######## design 1 ########
### Clock network drawn from the DEF, design 1

The bar under the picture is 20 um long.
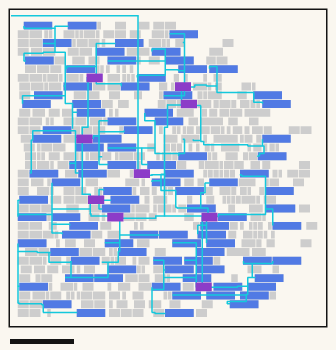

<file path="config.mk">
export PLATFORM = sky130hd
export DESIGN_NAME = lap_record_ctrl_flat
export DESIGN_NICKNAME = d
export VERILOG_FILES = /design/src/rtl/lap_record_ctrl_pkg.sv /design/src/rtl/lap_record_ctrl_if.sv /design/src/rtl/lap_record_ctrl_key_edge_sync.sv /design/src/rtl/lap_record_ctrl.sv /design/src/flat_wrapper.sv
export SDC_FILE = /design/constraint.sdc
export NUM_CORES = 1
export LEC_CHECK = 0
export CORE_MARGIN = 2
export CORE_UTILIZATION = 48
export CTS_CLUSTER_SIZE = 8
export DETAILED_ROUTE_END_ITERATION = 7
export PLACE_DENSITY = 0.83
export SYNTH_ARGS = -nofsm -noshare
export SYNTH_HDL_FRONTEND = slang
export SYNTH_SLANG_ARGS = --single-unit
</file>
<file path="constraint.sdc">
create_clock -name clk -period 3.55 [get_ports clk]
set_input_delay 0.71 -clock clk [delete_from_list [all_inputs] [get_ports clk]]
set_output_delay 0.71 -clock clk [all_outputs]
set_load 0.05 [all_outputs]
</file>
<file path="src/rtl/lap_record_ctrl_pkg.sv">
// Shared types and constants for the lap-record stopwatch controller.
// Holds the main FSM state codes, the read-sequencer codes and the key
// indices used to address the synchronised key-edge vector.
package lap_record_ctrl_pkg;

    typedef enum logic [1:0] {
        IDLE    = 2'd0,
        RUN     = 2'd1,
        PAUSE   = 2'd2,
        STOPPED = 2'd3
    } sw_state_t;

    typedef enum logic [1:0] {
        RD_IDLE = 2'd0,
        RD_WAIT = 2'd1,
        RD_CAP  = 2'd2
    } rd_state_t;

    localparam int KEY_START  = 0;
    localparam int KEY_RECORD = 1;
    localparam int KEY_PAUSE  = 2;
    localparam int KEY_LOAD   = 3;
    localparam int NUM_KEYS   = 4;

endpackage

</file>
<file path="src/rtl/lap_record_ctrl_if.sv">
// Single-port lap RAM bus. The controller is the master (address, write
// enable, write data); the RAM is the slave and returns read data.
interface lap_record_ctrl_if #(
    parameter int DATA_W = 24,
    parameter int ADDR_W = 4
);
    logic [ADDR_W-1:0] address;
    logic              wren;
    logic [DATA_W-1:0] data_write;
    logic [DATA_W-1:0] data_ram;

    modport master (output address, output wren, output data_write, input data_ram);
    modport slave  (input address, input wren, input data_write, output data_ram);
endinterface

</file>
<file path="src/rtl/lap_record_ctrl_key_edge_sync.sv">
// Key conditioner: two-flop synchroniser followed by a registered
// rising-edge detector. A key sampled high at edge k yields a one-cycle
// pulse visible between edges k+2 and k+3.
module key_edge_sync (
    input  logic clk,
    input  logic rst,
    input  logic key_i,
    output logic pulse_o
);
    logic sync1_q, sync2_q, prev_q, pulse_q;

    // Synchronise the level, remember its previous value, register the rise.
    always_ff @(posedge clk or posedge rst) begin
        if (rst) begin
            sync1_q <= 1'b0;
            sync2_q <= 1'b0;
            prev_q  <= 1'b0;
            pulse_q <= 1'b0;
        end else begin
            sync1_q <= key_i;
            sync2_q <= sync1_q;
            prev_q  <= sync2_q;
            pulse_q <= sync2_q & ~prev_q;
        end
    end

    assign pulse_o = pulse_q;
endmodule

</file>
<file path="src/rtl/lap_record_ctrl.sv">
// Stopwatch controller with a circular lap memory in an external RAM.
// Keys are synchronised and edge-detected, a START/RUN/PAUSE/STOPPED FSM
// drives the counter controls, laps are written while running and recalled
// newest-first while stopped.
// Build option: define LAP_OVERWRITE_EN to let a record on a full buffer
// overwrite the oldest lap; otherwise such a record is dropped.
module lap_record_ctrl
    import lap_record_ctrl_pkg::*;
#(
    parameter int DATA_W = 24,
    parameter int ADDR_W = 4,
    parameter int RD_LAT = 1
) (
    input  logic              clk,
    input  logic              rst,
    input  logic              key_start_i,
    input  logic              key_record_i,
    input  logic              key_pause_i,
    input  logic              key_load_i,
    input  logic [DATA_W-1:0] watch_data_i,
    lap_record_ctrl_if.master ram,
    output logic              cnt_rst_o,
    output logic              cnt_en_o,
    output logic              cnt_load_o,
    output logic [DATA_W-1:0] disp_out_o,
    output logic [ADDR_W:0]   lap_count_o,
    output logic              recall_mode_o
);
`ifdef LAP_OVERWRITE_EN
    localparam bit OVERWRITE = 1'b1;
`else
    localparam bit OVERWRITE = 1'b0;
`endif
    localparam logic [1:0] LAT_LAST = 2'(RD_LAT - 1);

    logic [NUM_KEYS-1:0] key_raw, key_edge;
    sw_state_t           state_q;
    rd_state_t           rd_state_q;
    logic [1:0]          lat_cnt_q;
    logic                cnt_rst_q, cnt_en_q, cnt_load_q, wren_q;
    logic [ADDR_W-1:0]   address_q, wr_ptr_q, rd_idx_q;
    logic [DATA_W-1:0]   data_write_q, data_read_q;
    logic [ADDR_W:0]     lap_count_q;
    logic                recall_active_q, recall_mode_q;
    logic                lap_full;
    logic [ADDR_W-1:0]   oldest_idx, newest_idx, rd_next;

    assign key_raw = {key_load_i, key_pause_i, key_record_i, key_start_i};

    generate
        for (genvar gi = 0; gi < NUM_KEYS; gi++) begin : g_key
            key_edge_sync u_sync (
                .clk     (clk),
                .rst     (rst),
                .key_i   (key_raw[gi]),
                .pulse_o (key_edge[gi])
            );
        end
    endgenerate

    // lap_count never exceeds DEPTH, so its MSB alone flags a full buffer;
    // when full the low bits are zero and oldest_idx collapses to wr_ptr.
    assign lap_full   = lap_count_q[ADDR_W];
    assign oldest_idx = wr_ptr_q - lap_count_q[ADDR_W-1:0];
    assign newest_idx = wr_ptr_q - ADDR_W'(1);
    assign rd_next    = (!recall_active_q || (rd_idx_q == oldest_idx)) ? newest_idx
                                                                       : rd_idx_q - ADDR_W'(1);

    // Main FSM with lap write, recall issue and read-latency sequencing.
    // The read sequencer is updated first so a start edge can abort it.
    always_ff @(posedge clk or posedge rst) begin
        if (rst) begin
            state_q         <= IDLE;
            rd_state_q      <= RD_IDLE;
            lat_cnt_q       <= '0;
            cnt_rst_q       <= 1'b1;
            cnt_en_q        <= 1'b0;
            cnt_load_q      <= 1'b0;
            wren_q          <= 1'b0;
            address_q       <= '0;
            data_write_q    <= '0;
            data_read_q     <= '0;
            wr_ptr_q        <= '0;
            rd_idx_q        <= '0;
            lap_count_q     <= '0;
            recall_active_q <= 1'b0;
            recall_mode_q   <= 1'b0;
        end else begin
            wren_q     <= 1'b0;
            cnt_load_q <= key_edge[KEY_LOAD] && (state_q == IDLE);

            case (rd_state_q)
                RD_WAIT: begin
                    if (lat_cnt_q == LAT_LAST) rd_state_q <= RD_CAP;
                    else                       lat_cnt_q  <= lat_cnt_q + 2'd1;
                end
                RD_CAP: begin
                    data_read_q   <= ram.data_ram;
                    recall_mode_q <= 1'b1;
                    rd_state_q    <= RD_IDLE;
                end
                default: ;
            endcase

            if (key_edge[KEY_START]) begin
                case (state_q)
                    IDLE: begin
                        state_q   <= RUN;
                        cnt_rst_q <= 1'b0;
                        cnt_en_q  <= 1'b1;
                    end
                    RUN, PAUSE: begin
                        state_q  <= STOPPED;
                        cnt_en_q <= 1'b0;
                    end
                    STOPPED: begin
                        state_q         <= IDLE;
                        cnt_rst_q       <= 1'b1;
                        lap_count_q     <= '0;
                        wr_ptr_q        <= '0;
                        recall_active_q <= 1'b0;
                        recall_mode_q   <= 1'b0;
                        rd_state_q      <= RD_IDLE;
                    end
                endcase
            end else if (key_edge[KEY_PAUSE]) begin
                if (state_q == RUN) begin
                    state_q  <= PAUSE;
                    cnt_en_q <= 1'b0;
                end else if (state_q == PAUSE) begin
                    state_q  <= RUN;
                    cnt_en_q <= 1'b1;
                end
            end else if (key_edge[KEY_RECORD]) begin
                if ((state_q == RUN) || (state_q == PAUSE)) begin
                    if (!lap_full || OVERWRITE) begin
                        wren_q       <= 1'b1;
                        address_q    <= wr_ptr_q;
                        data_write_q <= watch_data_i;
                        wr_ptr_q     <= wr_ptr_q + ADDR_W'(1);
                        if (!lap_full) lap_count_q <= lap_count_q + (ADDR_W+1)'(1);
                    end
                end else if ((state_q == STOPPED) && (lap_count_q != '0) &&
                             (rd_state_q == RD_IDLE)) begin
                    address_q       <= rd_next;
                    rd_idx_q        <= rd_next;
                    recall_active_q <= 1'b1;
                    lat_cnt_q       <= '0;
                    rd_state_q      <= RD_WAIT;
                end
            end
        end
    end

    assign ram.address    = address_q;
    assign ram.wren       = wren_q;
    assign ram.data_write = data_write_q;
    assign cnt_rst_o      = cnt_rst_q;
    assign cnt_en_o       = cnt_en_q;
    assign cnt_load_o     = cnt_load_q;
    assign lap_count_o    = lap_count_q;
    assign recall_mode_o  = recall_mode_q;
    assign disp_out_o     = recall_mode_q ? data_read_q : watch_data_i;
endmodule

</file>
<file path="src/flat_wrapper.sv">
// flat-port wrapper written by rule: the top's interface ports become plain ports
module lap_record_ctrl_flat import lap_record_ctrl_pkg::*;
#(
    parameter int DATA_W = 24,
    parameter int ADDR_W = 4,
    parameter int RD_LAT = 1
)
  (clk, rst, key_start_i, key_record_i, key_pause_i, key_load_i, watch_data_i, cnt_rst_o, cnt_en_o, cnt_load_o, disp_out_o, lap_count_o, recall_mode_o, ram_address, ram_wren, ram_data_write, ram_data_ram);
  lap_record_ctrl_if #(.DATA_W(DATA_W), .ADDR_W(ADDR_W)) ram_i ();
  input  logic clk;
  input  logic rst;
  input  logic key_start_i;
  input  logic key_record_i;
  input  logic key_pause_i;
  input  logic key_load_i;
  input  logic [DATA_W-1:0] watch_data_i;
  output logic cnt_rst_o;
  output logic cnt_en_o;
  output logic cnt_load_o;
  output logic [DATA_W-1:0] disp_out_o;
  output logic [ADDR_W:0] lap_count_o;
  output logic recall_mode_o;
  output wire logic [$bits(ram_i.address)-1:0] ram_address;
  output wire logic [$bits(ram_i.wren)-1:0] ram_wren;
  output wire logic [$bits(ram_i.data_write)-1:0] ram_data_write;
  input wire logic [$bits(ram_i.data_ram)-1:0] ram_data_ram;
  assign ram_address = ram_i.address;
  assign ram_wren = ram_i.wren;
  assign ram_data_write = ram_i.data_write;
  assign ram_i.data_ram = ram_data_ram;
  lap_record_ctrl #(.DATA_W(DATA_W), .ADDR_W(ADDR_W), .RD_LAT(RD_LAT)) u_core (.clk(clk), .rst(rst), .key_start_i(key_start_i), .key_record_i(key_record_i), .key_pause_i(key_pause_i), .key_load_i(key_load_i), .watch_data_i(watch_data_i), .ram(ram_i), .cnt_rst_o(cnt_rst_o), .cnt_en_o(cnt_en_o), .cnt_load_o(cnt_load_o), .disp_out_o(disp_out_o), .lap_count_o(lap_count_o), .recall_mode_o(recall_mode_o));
endmodule
</file>
######## design 2 ########
`src/rtl/alarm_pkg.sv`:
```
// rtl/alarm_pkg.sv - shared types, field widths and width helper for the alarm bank
// Contents: chan_state_e (per-channel state), HOUR_W/MIN_W/SEC_W, clog2().
package alarm_pkg;

    localparam int HOUR_W = 5;
    localparam int MIN_W  = 6;
    localparam int SEC_W  = 6;

    typedef enum logic [1:0] {
        ST_IDLE    = 2'd0,
        ST_RINGING = 2'd1,
        ST_SNOOZED = 2'd2
    } chan_state_e;

    // Bits needed to hold 0..value-1; never returns less than 1 so that
    // degenerate parameters still give a legal vector width.
    function automatic int clog2(input int value);
        int w;
        int v;
        w = 0;
        v = value - 1;
        while (v > 0) begin
            w = w + 1;
            v = v >> 1;
        end
        return (w < 1) ? 1 : w;
    endfunction

endpackage

```
`src/rtl/alarm_bank_if.sv`:
```
// rtl/alarm_bank_if.sv - channel programming write port
// Signals: wr_en (one-cycle strobe), wr_idx (target channel), wr_hour, wr_min, wr_arm.
// Modports: master drives the write, slave (alarm_bank) receives it.
interface alarm_bank_if;
    import alarm_pkg::*;

    logic              wr_en;
    logic [2:0]        wr_idx;
    logic [HOUR_W-1:0] wr_hour;
    logic [MIN_W-1:0]  wr_min;
    logic              wr_arm;

    modport master (output wr_en, wr_idx, wr_hour, wr_min, wr_arm);
    modport slave  (input  wr_en, wr_idx, wr_hour, wr_min, wr_arm);

endinterface

```
`src/rtl/alarm_channel.sv`:
```
// rtl/alarm_channel.sv - one alarm channel: stored time, arm bit, FSM, shared timer, snooze count
// Inputs:  clk, rst, sec_tick, cur_hour/cur_min/cur_sec, dnd, wr_sel (write aimed here),
//          wr_hour/wr_min/wr_arm, snooze, dismiss.
// Outputs: state_o (current channel state), armed_o (stored arm bit).
module alarm_channel
    import alarm_pkg::*;
#(
    parameter int SNOOZE_SEC = 300,
    parameter int RING_SEC   = 60,
    parameter int MAX_SNOOZE = 3
) (
    input  logic              clk,
    input  logic              rst,
    input  logic              sec_tick,
    input  logic [HOUR_W-1:0] cur_hour,
    input  logic [MIN_W-1:0]  cur_min,
    input  logic [SEC_W-1:0]  cur_sec,
    input  logic              dnd,
    input  logic              wr_sel,
    input  logic [HOUR_W-1:0] wr_hour,
    input  logic [MIN_W-1:0]  wr_min,
    input  logic              wr_arm,
    input  logic              snooze,
    input  logic              dismiss,
    output chan_state_e       state_o,
    output logic              armed_o
);

    localparam int TMR_W = clog2((RING_SEC > SNOOZE_SEC) ? RING_SEC : SNOOZE_SEC);
    localparam int CNT_W = clog2(MAX_SNOOZE + 1);

    localparam logic [TMR_W-1:0] RING_LOAD   = TMR_W'(RING_SEC - 1);
    localparam logic [TMR_W-1:0] SNOOZE_LOAD = TMR_W'(SNOOZE_SEC - 1);
    localparam logic [CNT_W-1:0] CNT_MAX     = CNT_W'(MAX_SNOOZE);

    chan_state_e       state_q, state_d;
    logic [TMR_W-1:0]  timer_q, timer_d;
    logic [CNT_W-1:0]  cnt_q, cnt_d;
    logic [HOUR_W-1:0] hour_q, hour_d;
    logic [MIN_W-1:0]  min_q, min_d;
    logic              armed_q, armed_d;

    logic trigger;

    assign trigger = sec_tick && armed_q && (state_q == ST_IDLE) &&
                     (cur_hour == hour_q) && (cur_min == min_q) && (cur_sec == '0);

    // Priority chain: dnd > write > dismiss > snooze > second tick.
    always_comb begin
        state_d = state_q;
        timer_d = timer_q;
        cnt_d   = cnt_q;
        hour_d  = hour_q;
        min_d   = min_q;
        armed_d = armed_q;

        if (dnd) begin
            state_d = ST_IDLE;
            // A write during do-not-disturb still lands; the state is idle either way.
            if (wr_sel) begin
                hour_d  = wr_hour;
                min_d   = wr_min;
                armed_d = wr_arm;
                cnt_d   = '0;
            end
        end else if (wr_sel) begin
            hour_d  = wr_hour;
            min_d   = wr_min;
            armed_d = wr_arm;
            cnt_d   = '0;
            state_d = ST_IDLE;
        end else if (dismiss && (state_q != ST_IDLE)) begin
            state_d = ST_IDLE;
        end else if (snooze && (state_q == ST_RINGING)) begin
            // Snooze beats a coincident tick: the timer reloads without decrementing.
            if (cnt_q < CNT_MAX) begin
                state_d = ST_SNOOZED;
                timer_d = SNOOZE_LOAD;
                cnt_d   = cnt_q + 1'b1;
            end else begin
                state_d = ST_IDLE;
            end
        end else if (sec_tick) begin
            unique case (state_q)
                ST_IDLE: begin
                    if (trigger) begin
                        state_d = ST_RINGING;
                        timer_d = RING_LOAD;
                        cnt_d   = '0;
                    end
                end
                ST_RINGING: begin
                    if (timer_q != '0) timer_d = timer_q - 1'b1;
                    else               state_d = ST_IDLE;
                end
                ST_SNOOZED: begin
                    if (timer_q != '0) begin
                        timer_d = timer_q - 1'b1;
                    end else begin
                        state_d = ST_RINGING;
                        timer_d = RING_LOAD;
                    end
                end
                default: state_d = ST_IDLE;
            endcase
        end
    end

    always_ff @(posedge clk) begin
        if (rst) begin
            state_q <= ST_IDLE;
            timer_q <= '0;
            cnt_q   <= '0;
            hour_q  <= '0;
            min_q   <= '0;
            armed_q <= 1'b0;
        end else begin
            state_q <= state_d;
            timer_q <= timer_d;
            cnt_q   <= cnt_d;
            hour_q  <= hour_d;
            min_q   <= min_d;
            armed_q <= armed_d;
        end
    end

    assign state_o = state_q;
    assign armed_o = armed_q;

endmodule

```
`src/rtl/alarm_bank.sv`:
```
// rtl/alarm_bank.sv - multi-channel alarm controller feeding the melody player start
// Inputs:  clk, rst, sec_tick, cur_hour/cur_min/cur_sec, dnd, snooze, dismiss, wr (write port).
// Outputs: ring (any channel ringing, gated by dnd), ring_idx (lowest ringing channel),
//          armed/snoozed (per-channel flags), dot (any channel armed).
module alarm_bank
    import alarm_pkg::*;
#(
    parameter int N_ALARMS   = 4,
    parameter int SNOOZE_SEC = 300,
    parameter int RING_SEC   = 60,
    parameter int MAX_SNOOZE = 3
) (
    input  logic                clk,
    input  logic                rst,
    input  logic                sec_tick,
    input  logic [HOUR_W-1:0]   cur_hour,
    input  logic [MIN_W-1:0]    cur_min,
    input  logic [SEC_W-1:0]    cur_sec,
    input  logic                dnd,
    input  logic                snooze,
    input  logic                dismiss,
    alarm_bank_if.slave         wr,
    output logic                ring,
    output logic [2:0]          ring_idx,
    output logic [N_ALARMS-1:0] armed,
    output logic [N_ALARMS-1:0] snoozed,
    output logic                dot
);

    logic [N_ALARMS-1:0] ringing;

    for (genvar i = 0; i < N_ALARMS; i++) begin : g_ch
        chan_state_e st;
        logic        wr_sel;

        // Indices >= N_ALARMS match no channel and are silently dropped.
        assign wr_sel = wr.wr_en && (wr.wr_idx == 3'(i));

        alarm_channel #(
            .SNOOZE_SEC (SNOOZE_SEC),
            .RING_SEC   (RING_SEC),
            .MAX_SNOOZE (MAX_SNOOZE)
        ) u_ch (
            .clk      (clk),
            .rst      (rst),
            .sec_tick (sec_tick),
            .cur_hour (cur_hour),
            .cur_min  (cur_min),
            .cur_sec  (cur_sec),
            .dnd      (dnd),
            .wr_sel   (wr_sel),
            .wr_hour  (wr.wr_hour),
            .wr_min   (wr.wr_min),
            .wr_arm   (wr.wr_arm),
            .snooze   (snooze),
            .dismiss  (dismiss),
            .state_o  (st),
            .armed_o  (armed[i])
        );

        assign ringing[i] = (st == ST_RINGING);
        assign snoozed[i] = (st == ST_SNOOZED);
    end

    // Lowest index wins: scan downward so the last assignment is the smallest.
    always_comb begin
        ring_idx = '0;
        for (int i = N_ALARMS - 1; i >= 0; i--) begin
            if (ringing[i]) ring_idx = 3'(i);
        end
    end

    assign ring = (|ringing) && !dnd;
    assign dot  = |armed;

endmodule

```
`src/flat_wrapper.sv`:
```
// flat-port wrapper written by rule: the top's interface ports become plain ports
module alarm_bank_flat import alarm_pkg::*;
#(
    parameter int N_ALARMS   = 4,
    parameter int SNOOZE_SEC = 300,
    parameter int RING_SEC   = 60,
    parameter int MAX_SNOOZE = 3
)
  (clk, rst, sec_tick, cur_hour, cur_min, cur_sec, dnd, snooze, dismiss, ring, ring_idx, armed, snoozed, dot, wr_wr_en, wr_wr_idx, wr_wr_hour, wr_wr_min, wr_wr_arm);
  alarm_bank_if wr_i ();
  input  logic clk;
  input  logic rst;
  input  logic sec_tick;
  input  logic [HOUR_W-1:0] cur_hour;
  input  logic [MIN_W-1:0] cur_min;
  input  logic [SEC_W-1:0] cur_sec;
  input  logic dnd;
  input  logic snooze;
  input  logic dismiss;
  output logic ring;
  output logic [2:0] ring_idx;
  output logic [N_ALARMS-1:0] armed;
  output logic [N_ALARMS-1:0] snoozed;
  output logic dot;
  input wire logic [$bits(wr_i.wr_en)-1:0] wr_wr_en;
  input wire logic [$bits(wr_i.wr_idx)-1:0] wr_wr_idx;
  input wire logic [$bits(wr_i.wr_hour)-1:0] wr_wr_hour;
  input wire logic [$bits(wr_i.wr_min)-1:0] wr_wr_min;
  input wire logic [$bits(wr_i.wr_arm)-1:0] wr_wr_arm;
  assign wr_i.wr_en = wr_wr_en;
  assign wr_i.wr_idx = wr_wr_idx;
  assign wr_i.wr_hour = wr_wr_hour;
  assign wr_i.wr_min = wr_wr_min;
  assign wr_i.wr_arm = wr_wr_arm;
  alarm_bank #(.N_ALARMS(N_ALARMS), .SNOOZE_SEC(SNOOZE_SEC), .RING_SEC(RING_SEC), .MAX_SNOOZE(MAX_SNOOZE)) u_core (.clk(clk), .rst(rst), .sec_tick(sec_tick), .cur_hour(cur_hour), .cur_min(cur_min), .cur_sec(cur_sec), .dnd(dnd), .snooze(snooze), .dismiss(dismiss), .wr(wr_i), .ring(ring), .ring_idx(ring_idx), .armed(armed), .snoozed(snoozed), .dot(dot));
endmodule
```
`config.mk`:
```
export PLATFORM = sky130hd
export DESIGN_NAME = alarm_bank_flat
export DESIGN_NICKNAME = d
export VERILOG_FILES = /design/src/rtl/alarm_pkg.sv /design/src/rtl/alarm_bank_if.sv /design/src/rtl/alarm_channel.sv /design/src/rtl/alarm_bank.sv /design/src/flat_wrapper.sv
export SDC_FILE = /design/constraint.sdc
export NUM_CORES = 1
export LEC_CHECK = 0
export ABC_AREA = 0
export ABC_CLOCK_PERIOD_IN_PS = 3300
export CAP_MARGIN = 20
export CORE_ASPECT_RATIO = 0.7
export CORE_UTILIZATION = 45
export CTS_CLUSTER_SIZE = 24
export DETAILED_ROUTE_END_ITERATION = 10
export MAX_ROUTING_LAYER = met4
export SYNTH_ARGS = -nofsm -noshare
export SYNTH_HDL_FRONTEND = slang
export SYNTH_SLANG_ARGS = --single-unit
```
`constraint.sdc`:
```
create_clock -name clk -period 3.3 [get_ports clk]
set_input_delay 0.66 -clock clk [delete_from_list [all_inputs] [get_ports clk]]
set_output_delay 0.66 -clock clk [all_outputs]
set_load 0.01 [all_outputs]
```
######## design 3 ########
### config.mk
export PLATFORM = sky130hd
export DESIGN_NAME = systolic_feeder_flat
export DESIGN_NICKNAME = d
export VERILOG_FILES = /design/src/rtl/systolic_pkg.sv /design/src/rtl/systolic_feeder_if.sv /design/src/rtl/systolic_skew_sel.sv /design/src/rtl/systolic_feeder.sv /design/src/flat_wrapper.sv
export SDC_FILE = /design/constraint.sdc
export NUM_CORES = 1
export LEC_CHECK = 0
export ABC_AREA = 0
export CORE_MARGIN = 8
export CORE_UTILIZATION = 48
export DETAILED_ROUTE_END_ITERATION = 8
export HOLD_SLACK_MARGIN = 0.03
export PLACE_DENSITY = 0.88
export REMOVE_ABC_BUFFERS = 1
export SETUP_SLACK_MARGIN = 0.15
export SLEW_MARGIN = 15
export SYNTH_ARGS = -nofsm -noshare
export SYNTH_HDL_FRONTEND = slang
export SYNTH_SLANG_ARGS = --single-unit
### constraint.sdc
create_clock -name clk -period 4.4 [get_ports clk]
set_clock_uncertainty 0.2 [all_clocks]
set_input_delay 0.88 -clock clk [delete_from_list [all_inputs] [get_ports clk]]
set_output_delay 0.88 -clock clk [all_outputs]
set_load 0.1 [all_outputs]
### src/rtl/systolic_pkg.sv
// Shared constants and types for the systolic array feeder.
package systolic_pkg;

    localparam int N          = 3;
    localparam int FEED_STEPS = 2 * N - 1;
    localparam int DEFAULT_DW = 8;

    typedef enum logic [2:0] {
        ST_IDLE  = 3'd0,
        ST_CLR   = 3'd1,
        ST_FEED  = 3'd2,
        ST_DRAIN = 3'd3,
        ST_DONE  = 3'd4
    } state_t;

endpackage

### src/rtl/systolic_feeder_if.sv
// Handshake and stream bundle between a controller (master) and the feeder (slave).
interface systolic_feeder_if
    import systolic_pkg::*;
#(
    parameter int DW = DEFAULT_DW
);
    logic            start;
    logic [9*DW-1:0] a_mat;
    logic [9*DW-1:0] b_mat;
    logic            busy;
    logic            done;
    logic            acc_clr;
    logic [DW-1:0]   a1, a2, a3;
    logic [DW-1:0]   b1, b2, b3;

    modport master (
        output start, a_mat, b_mat,
        input  busy, done, acc_clr, a1, a2, a3, b1, b2, b3
    );

    modport slave (
        input  start, a_mat, b_mat,
        output busy, done, acc_clr, a1, a2, a3, b1, b2, b3
    );
endinterface

### src/rtl/systolic_skew_sel.sv
// Picks the element a lane presents at feed step t, or zero outside the
// diagonal window. IS_B=0 walks a row of A, IS_B=1 walks a column of B.
module systolic_skew_sel
    import systolic_pkg::*;
#(
    parameter int DW   = DEFAULT_DW,
    parameter bit IS_B = 1'b0
) (
    input  logic [1:0]      lane,
    input  logic [2:0]      t,
    input  logic [9*DW-1:0] mat,
    output logic [DW-1:0]   value
);
    logic [DW-1:0] cells [9];
    int            diff;
    logic [3:0]    idx;

    // Unpack the row-major matrix into addressable cells.
    always_comb begin
        for (int e = 0; e < 9; e++) begin
            cells[e] = mat[e*DW +: DW];
        end
    end

    // Lane l starts l steps late; outside its 3-step window it emits zero.
    always_comb begin
        // NOTE: every output of a combinational block gets a default first so no latch is inferred.
        value = '0;
        idx   = '0;
        diff  = int'(t) - int'(lane);
        if (diff >= 0 && diff < N) begin
            idx   = IS_B ? 4'(N * diff + int'(lane)) : 4'(N * int'(lane) + diff);
            value = cells[idx];
        end
    end
endmodule

### src/rtl/systolic_feeder.sv
// Captures A and B on start, optionally pulses acc_clr, streams the skewed
// rows/columns into a 3x3 systolic array, drains, then pulses done.
// Build option: define SYSTOLIC_FEEDER_CLR_EN to include the CLR state and acc_clr pulse.
module systolic_feeder
    import systolic_pkg::*;
#(
    parameter int DW    = DEFAULT_DW,
    parameter int DRAIN = 3
) (
    input  logic             clk,
    input  logic             reset,
    systolic_feeder_if.slave bus
);
    localparam logic [2:0] T_LAST     = 3'(FEED_STEPS - 1);
    localparam logic [3:0] DRAIN_LAST = 4'(DRAIN - 1);

`ifdef SYSTOLIC_FEEDER_CLR_EN
    localparam state_t FIRST_STATE = ST_CLR;
`else
    localparam state_t FIRST_STATE = ST_FEED;
`endif

    state_t          state_q, state_d;
    logic [2:0]      t_q, t_d;
    logic [3:0]      drain_q, drain_d;
    logic [9*DW-1:0] a_cap_q, a_cap_d;
    logic [9*DW-1:0] b_cap_q, b_cap_d;

    logic                  busy_q, busy_d;
    logic                  done_q, done_d;
    logic                  acc_clr_q, acc_clr_d;
    logic [N-1:0][DW-1:0]  a_q, a_d, a_sel;
    logic [N-1:0][DW-1:0]  b_q, b_d, b_sel;

    // Next-state, step/drain counters and operand capture.
    always_comb begin
        state_d = state_q;
        t_d     = t_q;
        drain_d = drain_q;
        a_cap_d = a_cap_q;
        b_cap_d = b_cap_q;
        case (state_q)
            ST_IDLE: begin
                if (bus.start) begin
                    state_d = FIRST_STATE;
                    t_d     = '0;
                    a_cap_d = bus.a_mat;
                    b_cap_d = bus.b_mat;
                end
            end
            ST_CLR: begin
                state_d = ST_FEED;
                t_d     = '0;
            end
            ST_FEED: begin
                if (t_q == T_LAST) begin
                    state_d = ST_DRAIN;
                    t_d     = '0;
                    drain_d = '0;
                end else begin
                    t_d = t_q + 3'd1;
                end
            end
            ST_DRAIN: begin
                if (drain_q == DRAIN_LAST) begin
                    state_d = ST_DONE;
                end else begin
                    drain_d = drain_q + 4'd1;
                end
            end
            ST_DONE: state_d = ST_IDLE;
            default: state_d = ST_IDLE;
        endcase
    end

    // One selector per lane, fed with next-cycle step and matrix so the
    // stream registers hold the element for the step being entered.
    for (genvar g = 0; g < N; g++) begin : g_lane
        systolic_skew_sel #(.DW(DW), .IS_B(1'b0)) u_sel_a (
            .lane  (2'(g)),
            .t     (t_d),
            .mat   (a_cap_d),
            .value (a_sel[g])
        );
        systolic_skew_sel #(.DW(DW), .IS_B(1'b1)) u_sel_b (
            .lane  (2'(g)),
            .t     (t_d),
            .mat   (b_cap_d),
            .value (b_sel[g])
        );
    end

    // Registered outputs derived from the state being entered.
    always_comb begin
        busy_d = (state_d != ST_IDLE);
        done_d = (state_d == ST_DONE);
`ifdef SYSTOLIC_FEEDER_CLR_EN
        acc_clr_d = (state_d == ST_CLR);
`else
        acc_clr_d = 1'b0;
`endif
        a_d = (state_d == ST_FEED) ? a_sel : '0;
        b_d = (state_d == ST_FEED) ? b_sel : '0;
    end

    // State, counters, captured operands and output registers.
    always_ff @(posedge clk or negedge reset) begin
        if (!reset) begin
            // NOTE: the capture registers are reset too, so no stale operand survives an aborted run.
            state_q   <= ST_IDLE;
            t_q       <= '0;
            drain_q   <= '0;
            a_cap_q   <= '0;
            b_cap_q   <= '0;
            busy_q    <= 1'b0;
            done_q    <= 1'b0;
            acc_clr_q <= 1'b0;
            a_q       <= '0;
            b_q       <= '0;
        end else begin
            // NOTE: non-blocking assignments so every flop samples pre-edge values.
            state_q   <= state_d;
            t_q       <= t_d;
            drain_q   <= drain_d;
            a_cap_q   <= a_cap_d;
            b_cap_q   <= b_cap_d;
            busy_q    <= busy_d;
            done_q    <= done_d;
            acc_clr_q <= acc_clr_d;
            a_q       <= a_d;
            b_q       <= b_d;
        end
    end

    assign bus.busy    = busy_q;
    assign bus.done    = done_q;
    assign bus.acc_clr = acc_clr_q;
    assign bus.a1      = a_q[0];
    assign bus.a2      = a_q[1];
    assign bus.a3      = a_q[2];
    assign bus.b1      = b_q[0];
    assign bus.b2      = b_q[1];
    assign bus.b3      = b_q[2];
endmodule

### src/flat_wrapper.sv
// flat-port wrapper written by rule: the top's interface ports become plain ports
module systolic_feeder_flat import systolic_pkg::*;
#(
    parameter int DW    = DEFAULT_DW,
    parameter int DRAIN = 3
)
  (clk, reset, bus_start, bus_a_mat, bus_b_mat, bus_busy, bus_done, bus_acc_clr, bus_a1, bus_a2, bus_a3, bus_b1, bus_b2, bus_b3);
  systolic_feeder_if #(.DW(DW)) bus_i ();
  input  logic clk;
  input  logic reset;
  input wire logic [$bits(bus_i.start)-1:0] bus_start;
  input wire logic [$bits(bus_i.a_mat)-1:0] bus_a_mat;
  input wire logic [$bits(bus_i.b_mat)-1:0] bus_b_mat;
  output wire logic [$bits(bus_i.busy)-1:0] bus_busy;
  output wire logic [$bits(bus_i.done)-1:0] bus_done;
  output wire logic [$bits(bus_i.acc_clr)-1:0] bus_acc_clr;
  output wire logic [$bits(bus_i.a1)-1:0] bus_a1;
  output wire logic [$bits(bus_i.a2)-1:0] bus_a2;
  output wire logic [$bits(bus_i.a3)-1:0] bus_a3;
  output wire logic [$bits(bus_i.b1)-1:0] bus_b1;
  output wire logic [$bits(bus_i.b2)-1:0] bus_b2;
  output wire logic [$bits(bus_i.b3)-1:0] bus_b3;
  assign bus_i.start = bus_start;
  assign bus_i.a_mat = bus_a_mat;
  assign bus_i.b_mat = bus_b_mat;
  assign bus_busy = bus_i.busy;
  assign bus_done = bus_i.done;
  assign bus_acc_clr = bus_i.acc_clr;
  assign bus_a1 = bus_i.a1;
  assign bus_a2 = bus_i.a2;
  assign bus_a3 = bus_i.a3;
  assign bus_b1 = bus_i.b1;
  assign bus_b2 = bus_i.b2;
  assign bus_b3 = bus_i.b3;
  systolic_feeder #(.DW(DW), .DRAIN(DRAIN)) u_core (.clk(clk), .reset(reset), .bus(bus_i));
endmodule
### I/O pins on the die edge, design 2

Pins as bars across the die edge, other pins in grey.
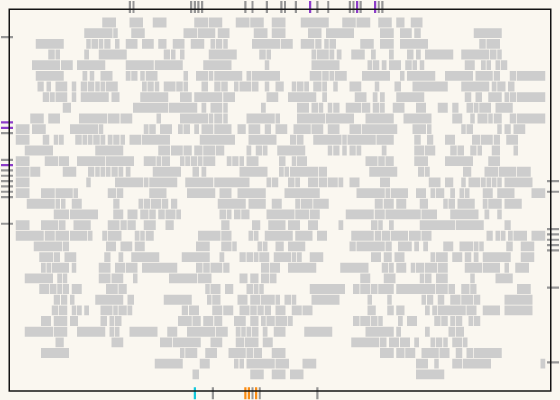
[wr_wr_idx] orange | pins: 3 | direction: input | edge: south
[rst] cyan | pins: 1 | direction: input | edge: south
[cur_min] purple | pins: 6 | direction: input | edge: 3 west, 3 north
all pins by edge: 22 north, 13 west, 9 east, 8 south
die span in x: 138 um
Die Height: 97.0 um
PortBufs: 50

==> flow_summary.ini, design 2 <==
; flow metrics
[run_status]
status = completed

[global_route]
grtUsageMet1_pct = 37.5
grt_usage_pct = 25.5
overflow = 0

[final_layout]
stdcell_count = 946
bufAreaShareNonClock_pct = 9.53
postLayoutCoreUtil_pct = 54.1
diodes = 0
drive_gt1_share_pct = 6.89

[critical_path]
worstReg2RegEnd = u_core.g_ch[1].u_ch.timer_q[7]
crit_fanout = 17
worst-path-stages = 8

[yosys]
synth-adder-area-share_pct = 5.17
avgSynthCellArea_um2 = 7.80
top_area_cell = dfxtp_1

[floorplan]
row_count = 34

[routing]
met1_length_mm = 7.98
wl_met2_mm = 6.67

[sta]
rsz0062_at_grt = false
setup_tns_ns = 0

[placed_design]
dp.final_hpwl_mm = 11.4

[power_and_ir_drop]
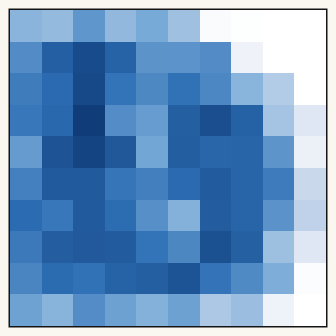
*Cell density map, design 1*
10 x 10 tiles, from white (low) to dark blue (high), 0 to 100% covered.
emptiest ninth of the die: north-east
fullest tile: 95%
tiles over 75% full: 35%
mean over tiles: 58%
nearly empty tiles: 8.0%
utilization after layout: 66.3%
core area: 8720 um2

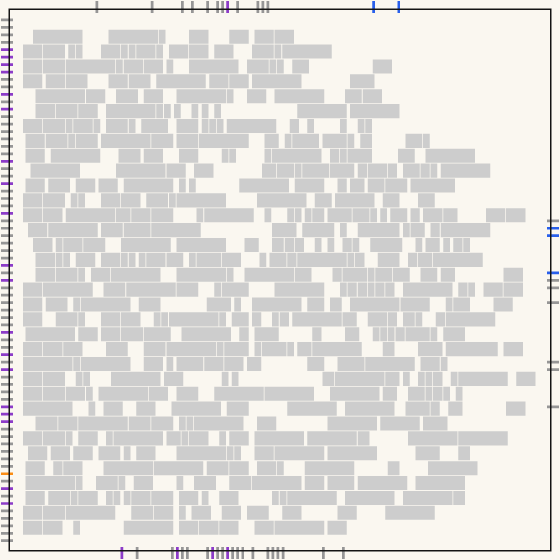
*I/O pins on the die edge, design 1*
Pins as bars across the die edge, other pins in grey.
[ram_data_ram] purple | pins: 24 | direction: input | edge: 19 west, 4 south, 1 north
[lap_count_o] blue | pins: 5 | direction: output | edge: 3 east, 2 north
[rst] orange | pins: 1 | direction: input | edge: west
PortBufs: 115
die span in x: 98.7 um
Die Height: 98.7 um

About 'Clock network drawn from the DEF' of design 1:
[clock wires] cyan | length: 1110 um
[flip-flops] blue | count: 93
[clock-net drivers] purple | count: 9
flops lie: spread over the die
routed clock nets: 10
Clock Skews: 0.0102 ns

==> flow_summary.ini, design 1 <==
; flow metrics
[run_status]
status = completed

[routing]
wl_met3_mm = 1.12

[critical_path]
worstPathCellList = inv_1 -> ha_1 -> fa_1 -> xor2_1 -> xnor2_1 -> o41a_4 -> a21oi_1 -> ha_1 -> nand2_1 -> nand4b_1 -> o211ai_1
crit_fanout = 8
crit_end = u_core.rd_idx_q[2]
cpMostUsedCell = ha_1
worstPathArrival_ns = 3.39

[sta]
tightest_slew_ns = 0.881
period_minus_slack_ns = 3.10

[yosys]
aoi_share_pct = 7.41
ys_top_logic_family = simple AND/OR/NAND/NOR gates
ff_type = dfrtp_1
simple_gate_area_share_pct = 14.4
synth.area.mux_share_pct = 13.3

[run]
max_cap_violations = 0
warning_count = 34

[final_layout]
bufAreaShareNonClock_pct = 20.9

[floorplan]
row_count = 34
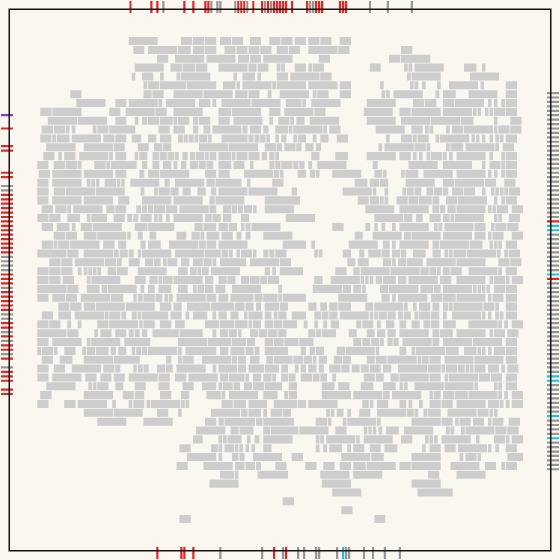
*I/O pins on the die edge, design 3*
Pins as bars across the die edge, other pins in grey.
[bus_b_mat] red | pins: 72 | direction: input | edge: 38 west, 26 north, 6 south, 2 east
[bus_a3] cyan | pins: 8 | direction: output | edge: 7 east, 1 south
[clk] purple | pins: 1 | direction: input | edge: west
PortBufs: 196
Die Height: 166 um
die span in x: 166 um

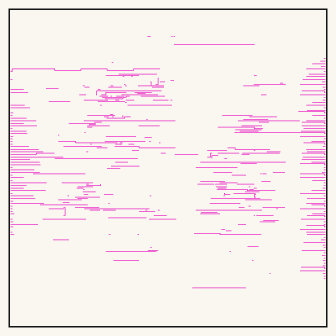
*The metal 3 layer, design 3*
longest straight run: 47.8 um
nets with wire on the layer: 246
wire length on this layer: 2780 um
share of all routed wire: 8.4%
met3 Track Usage GR: 4.90%
via count: 9106
final WL: 33.1 mm

==> flow_summary.ini, design 3 <==
; flow metrics
[floorplan]
io-pin-count = 198
dieArea_um2 = 27500

[final_layout]
n_all_buffers = 260
flop-count = 204
stdcell_count = 1568
nClkBuffers = 34

[clocking]
cts.sinks = 204
cts_inserted_buffers = 23

[sta]
hold_violations = 0
fin_ws_ns = 0.328
rsz0062_at_grt = false

[global_route]
grt_pass1_vias = 9419
grt_antenna_before_repair = 0

[critical_path]
crit_path_top_delay_cell = dfrtp_2
worstPathCellList = inv_1 -> ha_1 -> or3b_1 -> a21oi_1 -> nand2b_1 -> buf_4 -> xor2_1 -> ha_1 -> inv_1 -> fa_1 -> xor2_1 -> xnor2_1 -> and3b_1 -> and4_1 -> a22o_1 -> a31o_1
crit_end = u_core.bus.b2[6]

[yosys]
ys_area_um2 = 10800
top_cells_by_area = dfrtp_1 (47%), mux2i_1 (10%), nand2_1 (7.2%)
ys_cells = 1055

[placed_design]
dp.cells = 1525

[routing]
drc = 0

[run_status]
status = completed


==> gallery <==
Placed standard cells.
image #1
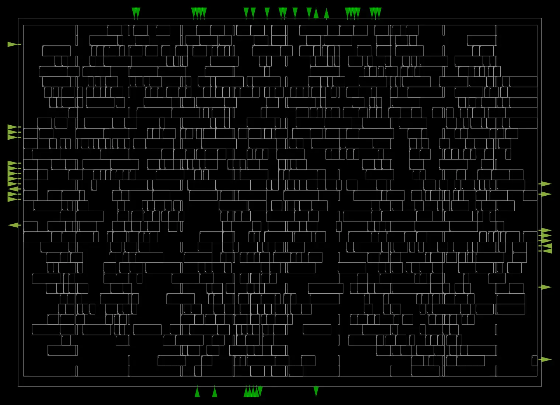
image #2
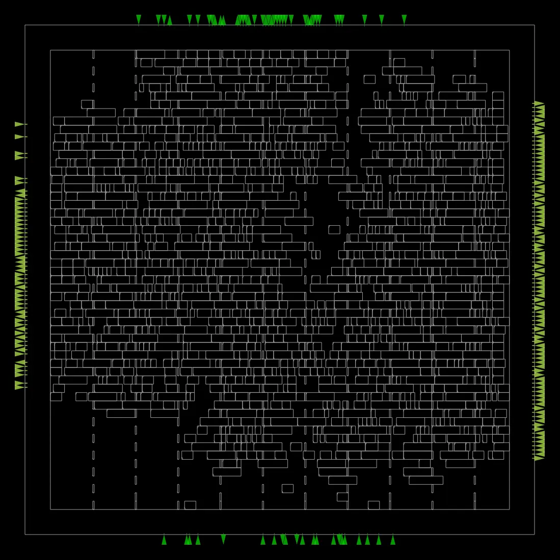
image #3
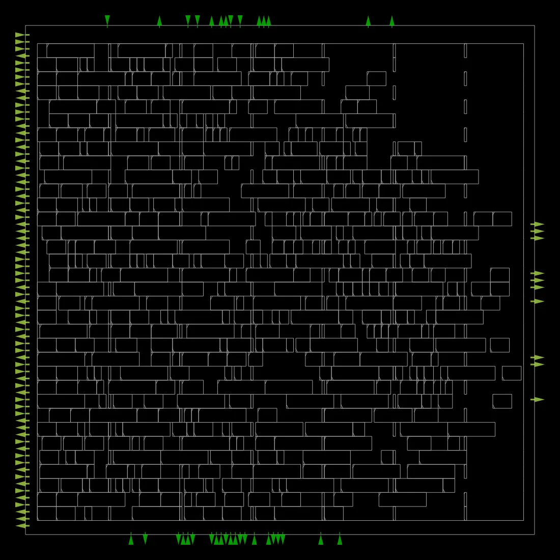
- image #1 = design 2
- image #2 = design 3
- image #3 = design 1

